# ---- player_ctrl_flat ----
## config.mk

```make
export PLATFORM = sky130hd
export DESIGN_NAME = player_ctrl_flat
export DESIGN_NICKNAME = d
export VERILOG_FILES = /design/src/rtl/plane_pkg.sv /design/src/rtl/player_ctrl_if.sv /design/src/rtl/player_bullet_slot.sv /design/src/rtl/player_ctrl.sv /design/src/flat_wrapper.sv
export SDC_FILE = /design/constraint.sdc
export NUM_CORES = 1
export LEC_CHECK = 0
export ABC_AREA = 1
export CAP_MARGIN = 5
export CORE_ASPECT_RATIO = 0.7
export CORE_MARGIN = 2
export CORE_UTILIZATION = 39
export DETAILED_ROUTE_END_ITERATION = 8
export DONT_BUFFER_PORTS = 1
export PLACE_DENSITY = 0.57
export REMOVE_ABC_BUFFERS = 1
export SLEW_MARGIN = 20
export SYNTH_ARGS = -nofsm -noshare
export SYNTH_HDL_FRONTEND = slang
export SYNTH_SLANG_ARGS = --single-unit
export TNS_END_PERCENT = 1
```

## constraint.sdc

```tcl
create_clock -name clk -period 2.2 [get_ports clk]
set_clock_uncertainty 0.1 [all_clocks]
set_input_delay 0.44 -clock clk [delete_from_list [all_inputs] [get_ports clk]]
set_output_delay 0.44 -clock clk [all_outputs]
set_load 0.01 [all_outputs]
```

## src/rtl/plane_pkg.sv

```systemverilog
// Shared types and constants for the player plane: screen geometry, coordinates, bullet record.
// The saturating helpers keep every coordinate on screen without wrapping.
package plane_pkg;

  localparam int unsigned ScreenW = 640;
  localparam int unsigned ScreenH = 480;
  localparam int unsigned PlaneW  = 32;
  localparam int unsigned PlaneH  = 32;

  typedef logic [9:0] coord_t;

  typedef struct packed {
    logic   valid;
    coord_t x;
    coord_t y;
  } bullet_t;

  // Plane starts horizontally centred, a small margin above the bottom edge.
  function automatic coord_t reset_x(int unsigned sw, int unsigned pw);
    return coord_t'((sw - pw) / 2);
  endfunction

  function automatic coord_t reset_y(int unsigned sh, int unsigned ph);
    return coord_t'(sh - ph - 8);
  endfunction

  localparam coord_t SpawnX = reset_x(ScreenW, PlaneW);
  localparam coord_t SpawnY = reset_y(ScreenH, PlaneH);

  function automatic coord_t sat_sub(coord_t a, coord_t b);
    return (a >= b) ? a - b : '0;
  endfunction

  function automatic coord_t sat_add(coord_t a, coord_t b, coord_t max);
    logic [10:0] sum;
    sum = {1'b0, a} + {1'b0, b};
    return (sum > {1'b0, max}) ? max : sum[9:0];
  endfunction

endpackage

```

## src/rtl/player_ctrl_if.sv

```systemverilog
// Input pulses from the debounce stage and registered position outputs to the renderer.
interface player_ctrl_if
  import plane_pkg::*;
#(
  parameter int unsigned NB = 4
);
  logic             frame_tick;
  logic             up;
  logic             down;
  logic             left;
  logic             right;
  logic             shoot;
  coord_t           plane_x;
  coord_t           plane_y;
  logic [NB-1:0]    bullet_valid;
  logic [10*NB-1:0] bullet_x;
  logic [10*NB-1:0] bullet_y;
  logic             fire;

  modport master (
    output frame_tick, up, down, left, right, shoot,
    input  plane_x, plane_y, bullet_valid, bullet_x, bullet_y, fire
  );

  modport slave (
    input  frame_tick, up, down, left, right, shoot,
    output plane_x, plane_y, bullet_valid, bullet_x, bullet_y, fire
  );
endinterface

```

## src/rtl/player_bullet_slot.sv

```systemverilog
// One bullet slot: loads at a spawn point, rises BSPEED pixels per tick, frees itself at the top.
module player_bullet_slot
  import plane_pkg::*;
#(
  parameter int unsigned BSPEED = 4
) (
  input  logic   clk,
  input  logic   rst,
  input  logic   load,
  input  coord_t load_x,
  input  coord_t load_y,
  input  logic   tick,
  output logic   valid,
  output coord_t x,
  output coord_t y
);
  localparam coord_t Speed = coord_t'(BSPEED);

  bullet_t b_q, b_d;

  // Load is only issued to a free slot, so it never collides with an advance.
  always_comb begin
    b_d = b_q;
    if (load) begin
      b_d = '{valid: 1'b1, x: load_x, y: load_y};
    end else if (tick && b_q.valid) begin
      if (b_q.y < Speed) begin
        b_d.valid = 1'b0;
      end else begin
        b_d.y = b_q.y - Speed;
      end
    end
  end

  always_ff @(posedge clk) begin
    if (rst) begin
      b_q <= '0;
    end else begin
      b_q <= b_d;
    end
  end

  assign valid = b_q.valid;
  assign x     = b_q.x;
  assign y     = b_q.y;

endmodule

```

## src/rtl/player_ctrl.sv

```systemverilog
// Player-plane controller: clamped plane movement, one-deep shot request, cooldown-limited
// spawning into the lowest free bullet slot.
module player_ctrl
  import plane_pkg::*;
#(
  parameter int unsigned SCREEN_W = ScreenW,
  parameter int unsigned SCREEN_H = ScreenH,
  parameter int unsigned PLANE_W  = PlaneW,
  parameter int unsigned PLANE_H  = PlaneH,
  parameter int unsigned STEP     = 8,
  parameter int unsigned NB       = 4,
  parameter int unsigned BSPEED   = 4,
  parameter int unsigned COOLDOWN = 8
) (
  input logic          clk,
  input logic          rst,
  player_ctrl_if.slave bus
);
  localparam int unsigned        CdW     = $clog2(COOLDOWN + 1);
  localparam coord_t             MaxX    = coord_t'(SCREEN_W - PLANE_W);
  localparam coord_t             MaxY    = coord_t'(SCREEN_H - PLANE_H);
  localparam coord_t             Step    = coord_t'(STEP);
  localparam coord_t             MuzzleX = coord_t'(PLANE_W / 2 - 1);
  localparam coord_t             MuzzleY = coord_t'(4);
  localparam logic [CdW-1:0]     CdLoad  = CdW'(COOLDOWN);

  coord_t         px_q, px_d, py_q, py_d;
  logic           pend_q, pend_d;
  logic [CdW-1:0] cd_q, cd_d;
  logic           fire_q;

  logic [NB-1:0]  valid, free, pick, load;
  logic           spawn;
  coord_t         load_x, load_y;
  coord_t         slot_x [NB];
  coord_t         slot_y [NB];

  always_comb begin
    px_d = px_q;
    py_d = py_q;
    if (bus.left && !bus.right) begin
      px_d = sat_sub(px_q, Step);
    end else if (bus.right && !bus.left) begin
      px_d = sat_add(px_q, Step, MaxX);
    end
    if (bus.up && !bus.down) begin
      py_d = sat_sub(py_q, Step);
    end else if (bus.down && !bus.up) begin
      py_d = sat_add(py_q, Step, MaxY);
    end
  end

  // Free set is taken before this cycle's tick, so a slot freed now is reused next cycle.
  assign free   = ~valid;
  assign pick   = free & (~free + NB'(1));
  assign spawn  = (bus.shoot || pend_q) && (cd_q == '0) && (|free);
  assign load   = spawn ? pick : '0;
  assign load_x = px_q + MuzzleX;
  assign load_y = sat_sub(py_q, MuzzleY);

  always_comb begin
    cd_d   = cd_q;
    pend_d = pend_q;
    if (spawn) begin
      cd_d   = CdLoad;
      pend_d = 1'b0;
    end else begin
      if (bus.frame_tick && cd_q != '0) cd_d = cd_q - 1'b1;
      if (bus.shoot) pend_d = 1'b1;
    end
  end

  always_ff @(posedge clk) begin
    if (rst) begin
      px_q   <= reset_x(SCREEN_W, PLANE_W);
      py_q   <= reset_y(SCREEN_H, PLANE_H);
      pend_q <= 1'b0;
      cd_q   <= '0;
      fire_q <= 1'b0;
    end else begin
      px_q   <= px_d;
      py_q   <= py_d;
      pend_q <= pend_d;
      cd_q   <= cd_d;
      fire_q <= spawn;
    end
  end

  for (genvar i = 0; i < NB; i++) begin : g_slot
    player_bullet_slot #(
      .BSPEED(BSPEED)
    ) u_slot (
      .clk   (clk),
      .rst   (rst),
      .load  (load[i]),
      .load_x(load_x),
      .load_y(load_y),
      .tick  (bus.frame_tick),
      .valid (valid[i]),
      .x     (slot_x[i]),
      .y     (slot_y[i])
    );
    assign bus.bullet_x[10*i +: 10] = slot_x[i];
    assign bus.bullet_y[10*i +: 10] = slot_y[i];
  end

  assign bus.plane_x      = px_q;
  assign bus.plane_y      = py_q;
  assign bus.bullet_valid = valid;
  assign bus.fire         = fire_q;

endmodule

```

## src/flat_wrapper.sv

```systemverilog
// flat-port wrapper written by rule: the top's interface ports become plain ports
module player_ctrl_flat import plane_pkg::*;
#(
  parameter int unsigned SCREEN_W = ScreenW,
  parameter int unsigned SCREEN_H = ScreenH,
  parameter int unsigned PLANE_W  = PlaneW,
  parameter int unsigned PLANE_H  = PlaneH,
  parameter int unsigned STEP     = 8,
  parameter int unsigned NB       = 4,
  parameter int unsigned BSPEED   = 4,
  parameter int unsigned COOLDOWN = 8
)
  (clk, rst, bus_frame_tick, bus_up, bus_down, bus_left, bus_right, bus_shoot, bus_plane_x, bus_plane_y, bus_bullet_valid, bus_bullet_x, bus_bullet_y, bus_fire);
  player_ctrl_if #(.NB(NB)) bus_i ();
  input logic clk;
  input logic rst;
  input wire logic [$bits(bus_i.frame_tick)-1:0] bus_frame_tick;
  input wire logic [$bits(bus_i.up)-1:0] bus_up;
  input wire logic [$bits(bus_i.down)-1:0] bus_down;
  input wire logic [$bits(bus_i.left)-1:0] bus_left;
  input wire logic [$bits(bus_i.right)-1:0] bus_right;
  input wire logic [$bits(bus_i.shoot)-1:0] bus_shoot;
  output wire logic [$bits(bus_i.plane_x)-1:0] bus_plane_x;
  output wire logic [$bits(bus_i.plane_y)-1:0] bus_plane_y;
  output wire logic [$bits(bus_i.bullet_valid)-1:0] bus_bullet_valid;
  output wire logic [$bits(bus_i.bullet_x)-1:0] bus_bullet_x;
  output wire logic [$bits(bus_i.bullet_y)-1:0] bus_bullet_y;
  output wire logic [$bits(bus_i.fire)-1:0] bus_fire;
  assign bus_i.frame_tick = bus_frame_tick;
  assign bus_i.up = bus_up;
  assign bus_i.down = bus_down;
  assign bus_i.left = bus_left;
  assign bus_i.right = bus_right;
  assign bus_i.shoot = bus_shoot;
  assign bus_plane_x = bus_i.plane_x;
  assign bus_plane_y = bus_i.plane_y;
  assign bus_bullet_valid = bus_i.bullet_valid;
  assign bus_bullet_x = bus_i.bullet_x;
  assign bus_bullet_y = bus_i.bullet_y;
  assign bus_fire = bus_i.fire;
  player_ctrl #(.SCREEN_W(SCREEN_W), .SCREEN_H(SCREEN_H), .PLANE_W(PLANE_W), .PLANE_H(PLANE_H), .STEP(STEP), .NB(NB), .BSPEED(BSPEED), .COOLDOWN(COOLDOWN)) u_core (.clk(clk), .rst(rst), .bus(bus_i));
endmodule
```

# ---- vga_fb_cmd_ctrl ----
[src/rtl/vga_fb_cmd_ctrl.sv]
`default_nettype none
// ============================================================================
// Module      : vga_fb_cmd_ctrl
// Description : Frame-buffer command controller. Turns the UART byte stream
//               into pixel writes for the back buffer, address syncs and
//               buffer-swap requests. A swap is held until the next
//               vertical-blank start and is then acknowledged on the UART
//               transmitter.
// Revision    : 1.0 - initial release
// ============================================================================
module vga_fb_cmd_ctrl #(
  parameter int         H_RES    = 320,
  parameter int         V_RES    = 240,
  parameter int         ADDR_W   = 17,
  parameter logic [7:0] ACK_BYTE = 8'h81
) (
  input  logic              clk,
  input  logic              rst,          // asynchronous, active-low
  input  logic              rx_valid,
  input  logic [7:0]        rx_data,
  input  logic              vblank_start,
  input  logic              tx_ready,
  output logic              tx_valid,
  output logic [7:0]        tx_data,
  output logic              wr_en,
  output logic              wr_buf,
  output logic [ADDR_W-1:0] wr_addr,
  output logic [5:0]        wr_data,
  output logic              front_sel,
  output logic              swap_pending,
  output logic [ADDR_W-1:0] addr_count,
  output logic              drop_err
);

  // Number of pixels in one frame; addr_count saturates here instead of wrapping.
  localparam logic [ADDR_W:0] c_NPIX = (ADDR_W+1)'(H_RES * V_RES);
  localparam logic [ADDR_W-1:0] c_ADDR_ONE = {{(ADDR_W-1){1'b0}}, 1'b1};

  localparam logic [1:0] c_ST_IDLE      = 2'd0;
  localparam logic [1:0] c_ST_SWAP_WAIT = 2'd1;
  localparam logic [1:0] c_ST_ACK       = 2'd2;

  logic [1:0]        r_state;
  logic [1:0]        w_state_nxt;

  logic              r_front_sel;
  logic [ADDR_W-1:0] r_addr_count;
  logic              r_drop_err;
  logic              r_wr_en;
  logic              r_wr_buf;
  logic [ADDR_W-1:0] r_wr_addr;
  logic [5:0]        r_wr_data;

  logic              w_is_pixel;
  logic              w_is_sync;
  logic              w_is_swap;
  logic              w_in_space;
  logic              w_pix_accept;
  logic              w_pix_drop;
  logic              w_swap_done;

  // Byte classification and pixel accept/drop decisions (pre-edge state).
  assign w_is_pixel   = rx_valid & ~rx_data[7];
  assign w_is_sync    = rx_valid & (rx_data == 8'h80);
  assign w_is_swap    = rx_valid & (rx_data == 8'h81);
  assign w_in_space   = ({1'b0, r_addr_count} < c_NPIX);
  // Pixels are refused while a swap waits: that buffer is about to be shown.
  assign w_pix_accept = w_is_pixel & (r_state != c_ST_SWAP_WAIT) & w_in_space;
  assign w_pix_drop   = w_is_pixel & ~w_pix_accept;
  assign w_swap_done  = (r_state == c_ST_SWAP_WAIT) & vblank_start;

  // FSM state register.
  always_ff @(posedge clk or negedge rst) begin
    if (!rst) r_state <= c_ST_IDLE;
    else      r_state <= w_state_nxt;
  end

  // FSM next-state logic: swap byte arms, vblank completes, tx_ready releases ack.
  always_comb begin
    w_state_nxt = r_state;
    case (r_state)
      c_ST_IDLE:      if (w_is_swap)    w_state_nxt = c_ST_SWAP_WAIT;
      c_ST_SWAP_WAIT: if (vblank_start) w_state_nxt = c_ST_ACK;
      c_ST_ACK:       if (tx_ready)     w_state_nxt = c_ST_IDLE;
      default:                          w_state_nxt = c_ST_IDLE;
    endcase
  end

  // FSM outputs: ack byte presented for the whole ACK state, pending flag in SWAP_WAIT.
  always_comb begin
    tx_valid     = 1'b0;
    tx_data      = 8'h00;
    swap_pending = 1'b0;
    case (r_state)
      c_ST_SWAP_WAIT: swap_pending = 1'b1;
      c_ST_ACK: begin
        tx_valid = 1'b1;
        tx_data  = ACK_BYTE;
      end
      default: ;
    endcase
  end

  // Datapath: write pipeline register, pixel address counter, drop flag, front buffer.
  always_ff @(posedge clk or negedge rst) begin
    if (!rst) begin
      r_wr_en      <= 1'b0;
      r_wr_buf     <= 1'b0;
      r_wr_addr    <= '0;
      r_wr_data    <= '0;
      r_addr_count <= '0;
      r_drop_err   <= 1'b0;
      r_front_sel  <= 1'b0;
    end else begin
      r_wr_en <= w_pix_accept;
      if (w_pix_accept) begin
        r_wr_addr <= r_addr_count;
        r_wr_data <= rx_data[5:0];
        r_wr_buf  <= ~r_front_sel;
      end

      if (w_is_sync || w_swap_done) r_addr_count <= '0;
      else if (w_pix_accept)        r_addr_count <= r_addr_count + c_ADDR_ONE;

      if (w_is_sync)       r_drop_err <= 1'b0;
      else if (w_pix_drop) r_drop_err <= 1'b1;

      if (w_swap_done) r_front_sel <= ~r_front_sel;
    end
  end

  assign wr_en      = r_wr_en;
  assign wr_buf     = r_wr_buf;
  assign wr_addr    = r_wr_addr;
  assign wr_data    = r_wr_data;
  assign front_sel  = r_front_sel;
  assign addr_count = r_addr_count;
  assign drop_err   = r_drop_err;

endmodule
`default_nettype wire

[config.mk]
export PLATFORM = sky130hd
export DESIGN_NAME = vga_fb_cmd_ctrl
export DESIGN_NICKNAME = d
export VERILOG_FILES = /design/src/rtl/vga_fb_cmd_ctrl.sv
export SDC_FILE = /design/constraint.sdc
export NUM_CORES = 1
export LEC_CHECK = 0
export CAP_MARGIN = 40
export CORE_AREA = 2 2 69 71
export CTS_BUF_LIST = sky130_fd_sc_hd__clkbuf_8 sky130_fd_sc_hd__clkbuf_16
export DETAILED_ROUTE_END_ITERATION = 7
export DIE_AREA = 0 0 71 73
export GPL_TIMING_DRIVEN = 1
export PLACE_DENSITY = 0.81
export SLEW_MARGIN = 5
export SYNTH_ARGS = -nofsm -noshare
export SYNTH_HDL_FRONTEND = slang
export SYNTH_SLANG_ARGS = --single-unit
[constraint.sdc]
create_clock -name clk -period 4.3 [get_ports clk]
set_input_delay 0.43 -clock clk [delete_from_list [all_inputs] [get_ports clk]]
set_output_delay 0.43 -clock clk [all_outputs]
set_load 0.1 [all_outputs]
# ---- issue_scoreboard ----
==> config.mk <==
export PLATFORM = sky130hd
export DESIGN_NAME = issue_scoreboard
export DESIGN_NICKNAME = d
export VERILOG_FILES = /design/src/rtl/issue_scoreboard.sv
export SDC_FILE = /design/constraint.sdc
export NUM_CORES = 1
export LEC_CHECK = 0
export ABC_AREA = 1
export CAP_MARGIN = 5
export CORE_MARGIN = 4
export CORE_UTILIZATION = 61
export CTS_BUF_LIST = sky130_fd_sc_hd__clkbuf_2 sky130_fd_sc_hd__clkbuf_4 sky130_fd_sc_hd__clkbuf_8
export DETAILED_ROUTE_END_ITERATION = 10
export GPL_ROUTABILITY_DRIVEN = 0
export PLACE_DENSITY = 0.87
export SLEW_MARGIN = 20
export SYNTH_ARGS = -nofsm -noshare
export SYNTH_HDL_FRONTEND = slang
export SYNTH_SLANG_ARGS = --single-unit
==> constraint.sdc <==
create_clock -name clk -period 3.4 [get_ports clk]
set_input_delay 0.85 -clock clk [delete_from_list [all_inputs] [get_ports clk]]
set_output_delay 0.85 -clock clk [all_outputs]
set_load 0.02 [all_outputs]
==> src/rtl/issue_scoreboard.sv <==
// Register scoreboard gating issue from the data-select stage into EXE.
// Tracks one outstanding writer per architectural register and a countdown
// until that writer's result can be forwarded; stalls issue on RAW/WAW hazards.
module issue_scoreboard #(
  parameter int unsigned NREG   = 32,
  parameter int unsigned LAT_W  = 2,
  parameter int unsigned PERF_W = 32
) (
  input  logic              clk,
  input  logic              rst_n,
  input  logic              issue_valid,
  output logic              issue_ready,
  input  logic [4:0]        issue_rs1,
  input  logic [4:0]        issue_rs2,
  input  logic              issue_rf_wen,
  input  logic [4:0]        issue_rd,
  input  logic [LAT_W-1:0]  issue_fw_lat,
  input  logic              wb_valid,
  input  logic [4:0]        wb_addr,
  input  logic              flush,
  output logic [NREG-1:0]   busy_mask,
  output logic [PERF_W-1:0] stall_cycles
);

  localparam int unsigned AW = 5;

  logic [LAT_W-1:0] cnt_q [NREG];
  logic [LAT_W-1:0] cnt_d [NREG];
  logic [NREG-1:0]  busy_d;
  logic             raw1;
  logic             raw2;
  logic             waw;
  logic             alloc;
  logic             stall_inc;

  // Hazard detection from registered state only; busy with cnt==0 is forwardable
  always_comb begin
    raw1        = (issue_rs1 != '0) && busy_mask[issue_rs1] && (cnt_q[issue_rs1] != '0);
    raw2        = (issue_rs2 != '0) && busy_mask[issue_rs2] && (cnt_q[issue_rs2] != '0);
    waw         = issue_rf_wen && (issue_rd != '0) && busy_mask[issue_rd];
    issue_ready = !flush && !raw1 && !raw2 && !waw;
    alloc       = issue_valid && issue_ready && issue_rf_wen && (issue_rd != '0);
    stall_inc   = issue_valid && !issue_ready && (stall_cycles != '1);
  end

  // Next scoreboard state: flush clears all, else allocate / retire / count down
  always_comb begin
    busy_d = busy_mask;
    for (int unsigned i = 0; i < NREG; i++) begin
      cnt_d[i] = cnt_q[i];
    end
    if (flush) begin
      busy_d = '0;
      for (int unsigned i = 0; i < NREG; i++) begin
        cnt_d[i] = '0;
      end
    end else begin
      for (int unsigned i = 1; i < NREG; i++) begin
        if (alloc && (issue_rd == AW'(i))) begin
          busy_d[i] = 1'b1;
          cnt_d[i]  = issue_fw_lat;
        end else if (wb_valid && (wb_addr == AW'(i))) begin
          busy_d[i] = 1'b0;
          cnt_d[i]  = '0;
        end else if (cnt_q[i] != '0) begin
          cnt_d[i] = cnt_q[i] - LAT_W'(1);
        end
      end
    end
    // x0 is hardwired zero and never tracked
    busy_d[0] = 1'b0;
    cnt_d[0]  = '0;
  end

  // State registers and saturating stall counter (not cleared by flush)
  always_ff @(posedge clk or negedge rst_n) begin
    if (!rst_n) begin
      busy_mask    <= '0;
      stall_cycles <= '0;
      for (int unsigned i = 0; i < NREG; i++) begin
        cnt_q[i] <= '0;
      end
    end else begin
      busy_mask <= busy_d;
      for (int unsigned i = 0; i < NREG; i++) begin
        cnt_q[i] <= cnt_d[i];
      end
      if (stall_inc) begin
        stall_cycles <= stall_cycles + PERF_W'(1);
      end
    end
  end

endmodule


==> layout pictures side by side <==
M3 wires.
image #1
Scale bar: 20 µm. Cells faint in the background.
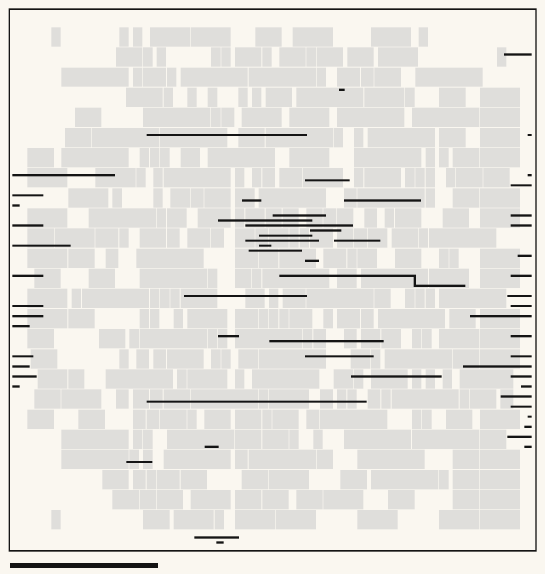
image #2
Scale bar: 50 µm. Cells faint in the background.
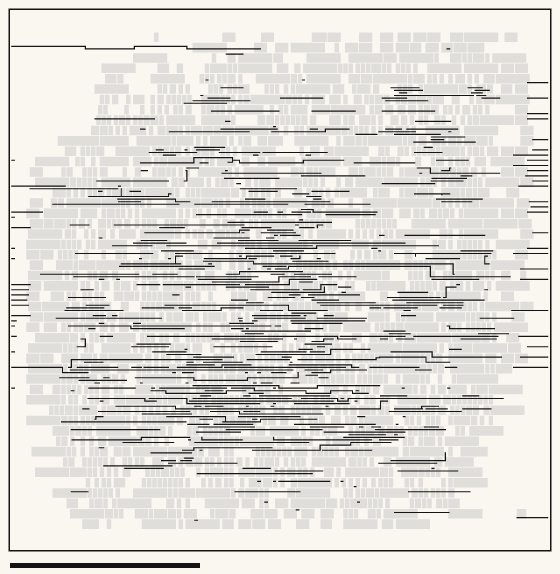
image #3
Scale bar: 50 µm. Cells faint in the background.
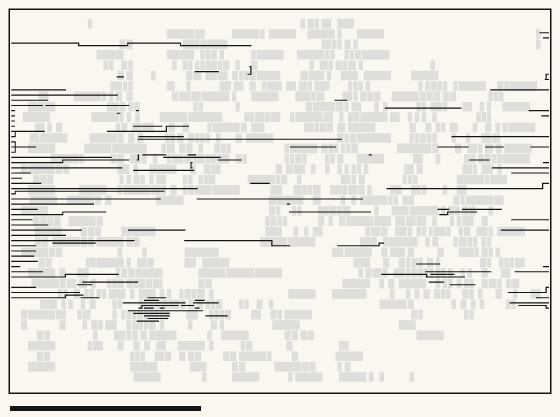
Image #3 is player_ctrl_flat.
Image #2 is issue_scoreboard.
Image #1 is vga_fb_cmd_ctrl.
Of these, smallest die: image #1
Of these, largest die: image #2

**issue_scoreboard: clock wiring as the flow saved it**

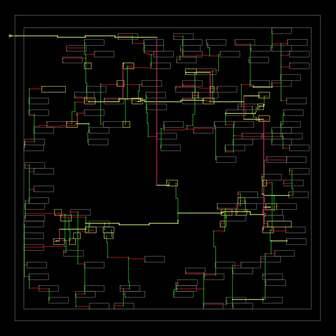
clk sinks: 125
FF+latch count: 125
clk latency late pin: 0.48 ns
Clk power: 0.00138 W

**issue_scoreboard: met1 routing**

Scale bar: 50 µm. Supply wires on this layer in gray.
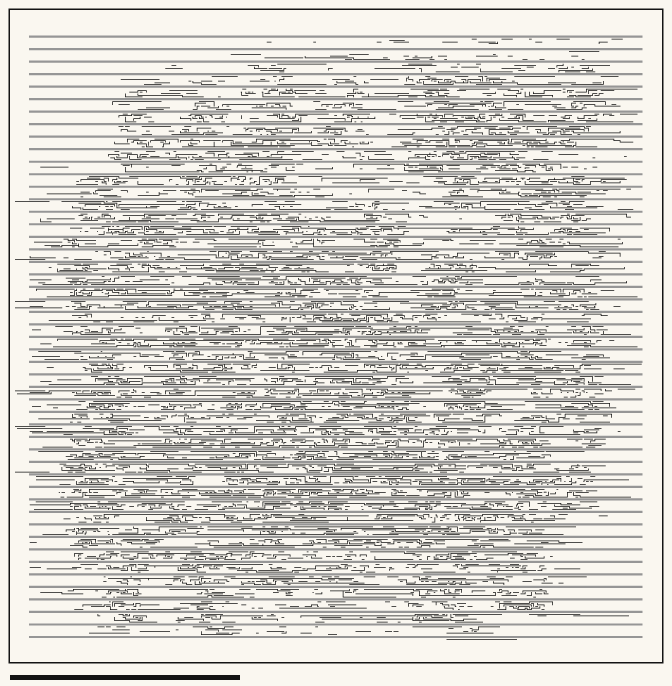
The layer holds 37% of the routed length. The longest straight run is 45.1 µm.
final WL: 35,100 µm
via count: 12,133
M1 GR Usage: 45.0%

==> flow_summary.toml, issue_scoreboard <==
# physical design summary
[power_and_ir_drop]
swShare_pct = 45.7
powerSeq_w = 0.00222

[clocking]
cts_tree = "yes"
post_cts_resize_count = 14
cts_setup_buffers = 0
hold_buffers = 0

[timing]
slew_headroom_pct = 41.2

[worst_setup_path]
critPathArrivalTime_ns = 2.44
r2r_end = "cnt_q[55]"
crit_path_top_delay_cell = "clkdlybuf4s50_1"
crit_family = "buffers and inverters"
reg2regPathDepth = 16

[floorplanning]
tapCellCount = 225

[outcome]
status = "finished, final reports clean"

[synthesis]
syn_inst = 1696

[route]
drt_iter0_drc = 1416

[grt]
first_global_vias = 11555

[cells_and_area]
ff_latch_area_um2 = 3130
==> issue_scoreboard: metrics by stage <==
stage,hold WS [ns],util (%),setup WS [ns]
after floorplan,0.476,-,0.376
after global placement,0.493,71.5,-0.567
after detailed placement,0.494,71.5,-0.581
after CTS,0.363,74.0,0.0598
after global routing,0.383,74.2,0.0154
final,0.345,74.2,0.114
==> issue_scoreboard: cells in the mapped netlist (all sizes together) (2+ instances only) <==
library cell / instances
a21oi: 60
buf: 40
clkbuf: 19
dfrtp: 125
ha: 32
inv: 262
nand2: 645
nand3: 129
nand4: 139
nor2: 151
nor3: 20
nor4: 11
o211ai: 2
o21ai: 28
xnor2: 13
xor2: 16
==> issue_scoreboard: kinds of logic after synthesis <==
| kind of cell | after synthesis | synth area share, % |
|---|---|---|
| compound gates | 90 | 5.20 |
| xor+xnor | 29 | 2.33 |
| fa+ha+maj | 32 | 3.67 |
| buf+inv | 322 | 12.5 |
| flops | 125 | 28.6 |
| other cells | 1 | 0.0343 |
| simple gates | 1097 | 47.7 |
==> issue_scoreboard: registers in the layout, summed over array words and instances (netlist names) <==
register	count
stall_cycles	32
busy_mask	31
cnt_q	62
**player_ctrl_flat: clock wiring as the flow saved it**

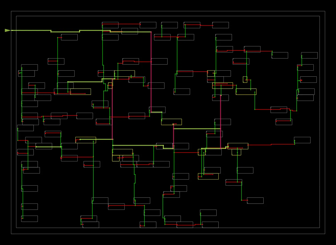
Clk power: 0.00148 W
clk sinks: 92
clock buf count: 9

**player_ctrl_flat: signal wires on met2**

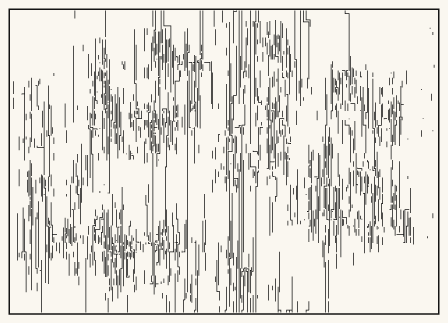
The layer holds 43% of the routed length. The wires run mostly vertical. The longest straight run is 69.7 µm. 590 nets have wire on it.
final WL: 14,000 µm
grt met2 use: 30.8%
via count: 4,760

==> flow_summary.toml, player_ctrl_flat <==
# physical design summary
[floorplanning]
tapCellCount = 166

[power_and_ir_drop]
powerSeq_w = 0.00241
ir_drop_mv = 0.442
p_sw_w = 0.00262
p_int_w = 0.00355

[route]
drc = 0

[grt]
use_met3_pct = 7.59
first_global_vias = 4456

[clocking]
cts_max_level = 3
clockRootBuffer = "clkbuf_16"

[outcome]
status = "finished, final reports clean"

[cells_and_area]
largest_register_ff_count = 36

[timing]
layout_min_cycle_time_ns = 2.01

[worst_setup_path]
crit_path_max_incr_delay_ns = 0.34
crit_path_start_kind = "flip-flop"

[synthesis]
area_leaders = "dfxtp_1 (36%), nand2_1 (11%), inv_1 (7.1%)"
ys_cells = 742
player_ctrl_flat: cells in the final DEF, fill, tap and decap left out, types with 4 or more instances in the layout:
cell type / netlist / layout
a211oi_1: 4 / 4
a21oi_1: 70 / 70
buf_4: 24 / 32
clkbuf_16: 0 / 9
conb_1: 1 / 6
dfxtp_1: 92 / 92
ha_1: 15 / 15
inv_1: 98 / 98
inv_2: 7 / 7
nand2_1: 153 / 153
nand2_2: 5 / 5
nand3_1: 44 / 43
nand4_1: 11 / 11
nor2_1: 52 / 51
nor2_2: 3 / 4
nor3_1: 9 / 9
o211ai_1: 6 / 6
o21a_1: 6 / 6
o21ai_0: 65 / 65
o21ai_1: 4 / 4
xnor2_1: 7 / 7
xor2_1: 21 / 21
player_ctrl_flat: cell families after synthesis:
group | count (synthesis) | share of synthesized area (%)
simple gates | 287 | 24.7
flops | 92 | 35.8
xor+xnor | 28 | 4.76
other cells | 1 | 0.0729
fa+ha+maj | 15 | 3.65
compound gates | 167 | 17.6
buf+inv | 152 | 13.4
**vga_fb_cmd_ctrl: met1 routing**

Scale bar: 20 µm. Supply wires on this layer in gray.
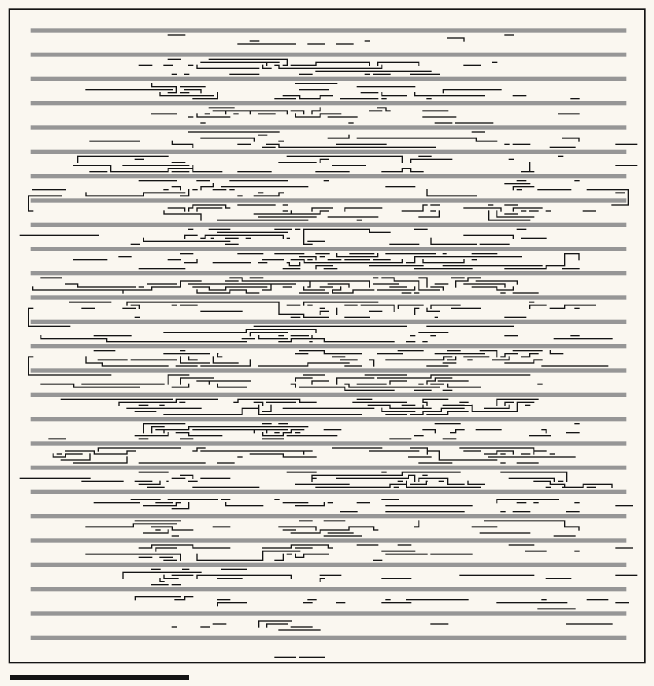
The longest straight run is 17.5 µm. The layer carries 2,260 µm of wire. The layer holds 41% of the routed length. The wires run mostly horizontal.
M1 GR Usage: 27.8%
via count: 2,019
final WL: 5480 µm

==> flow_summary.toml, vga_fb_cmd_ctrl <==
# physical design summary
[synthesis]
top_cells_by_count = "nand2_1 (79), dfrtp_1 (46), a21oi_1 (11), nor2_1 (11)"
syn_inst = 227

[timing]
finalSetupTns_ns = 0
hold_viol_final = 0

[grt]
overflow = 0
grt-busiest-layer = "met2"

[placement]
place.gp.congestion = 0.823
hpwlAfterDp_um = 4090

[cells_and_area]
drive_above_1_share_pct = 17.7
num_antenna_cells = 0
final_cells = 388
sh_comb_area_pct = 23.7
inv_count = 5
ff_latch_area_um2 = 1150

[clocking]
hold_buffers = 0
cts_setup_buffers = 0
numCtsBuffers = 5

[worst_setup_path]
crit_start = "addr_count[12]"
cp.depth = 7
critical_path_class = "flip-flop to flip-flop"
crit_required_ns = 4.49

[hold_path]
hold_path_class = "input port to async pin"

[power_and_ir_drop]
p_per_area_nw_per_um2 = 451

[outcome]
status = "finished, final reports clean"

[route]
vias_per_cell = 5.20
vga_fb_cmd_ctrl: cell families after synthesis:
logic type                 after synthesis  synth area share, %
and+or+nand+nor                        118                 24.8
xor gates and xnor gates                 8                 3.37
muxes                                    2                0.962
AOI/OAI and AO/OA                       30                 9.13
buffers and inverters                   21                 5.65
DFF                                     46                 55.3
other                                    1                0.180
adders and majority gates                1                0.601
vga_fb_cmd_ctrl: placed cells by master (no fill, tap or decap), drive strengths merged, types with 6 or more instances in the layout:
master         Yosys  routed
conb               1       6
nand2             79      79
xnor2              8       8
or4                6       6
nand3              7       7
dfrtp             46      46
clkdlybuf4s50      0      59
buf               10      51
inv                5       6
clkbuf             6       6
nor2              11      11
a21oi             11      11
vga_fb_cmd_ctrl: power by group through the flow:
stage / logic (W) / clock network (W) / registers [W]
after floorplan: 0.000107 / 0 / 0.000893
after global placement: 0.000595 / 0 / 0.000545
after detailed placement: 0.000776 / 0 / 0.000546
after CTS: 0.000777 / 0.000276 / 0.000538
after global routing: 0.000803 / 0.000292 / 0.000550
final: 0.000773 / 0.000269 / 0.000539

Power and IR drop assume default switching activity.
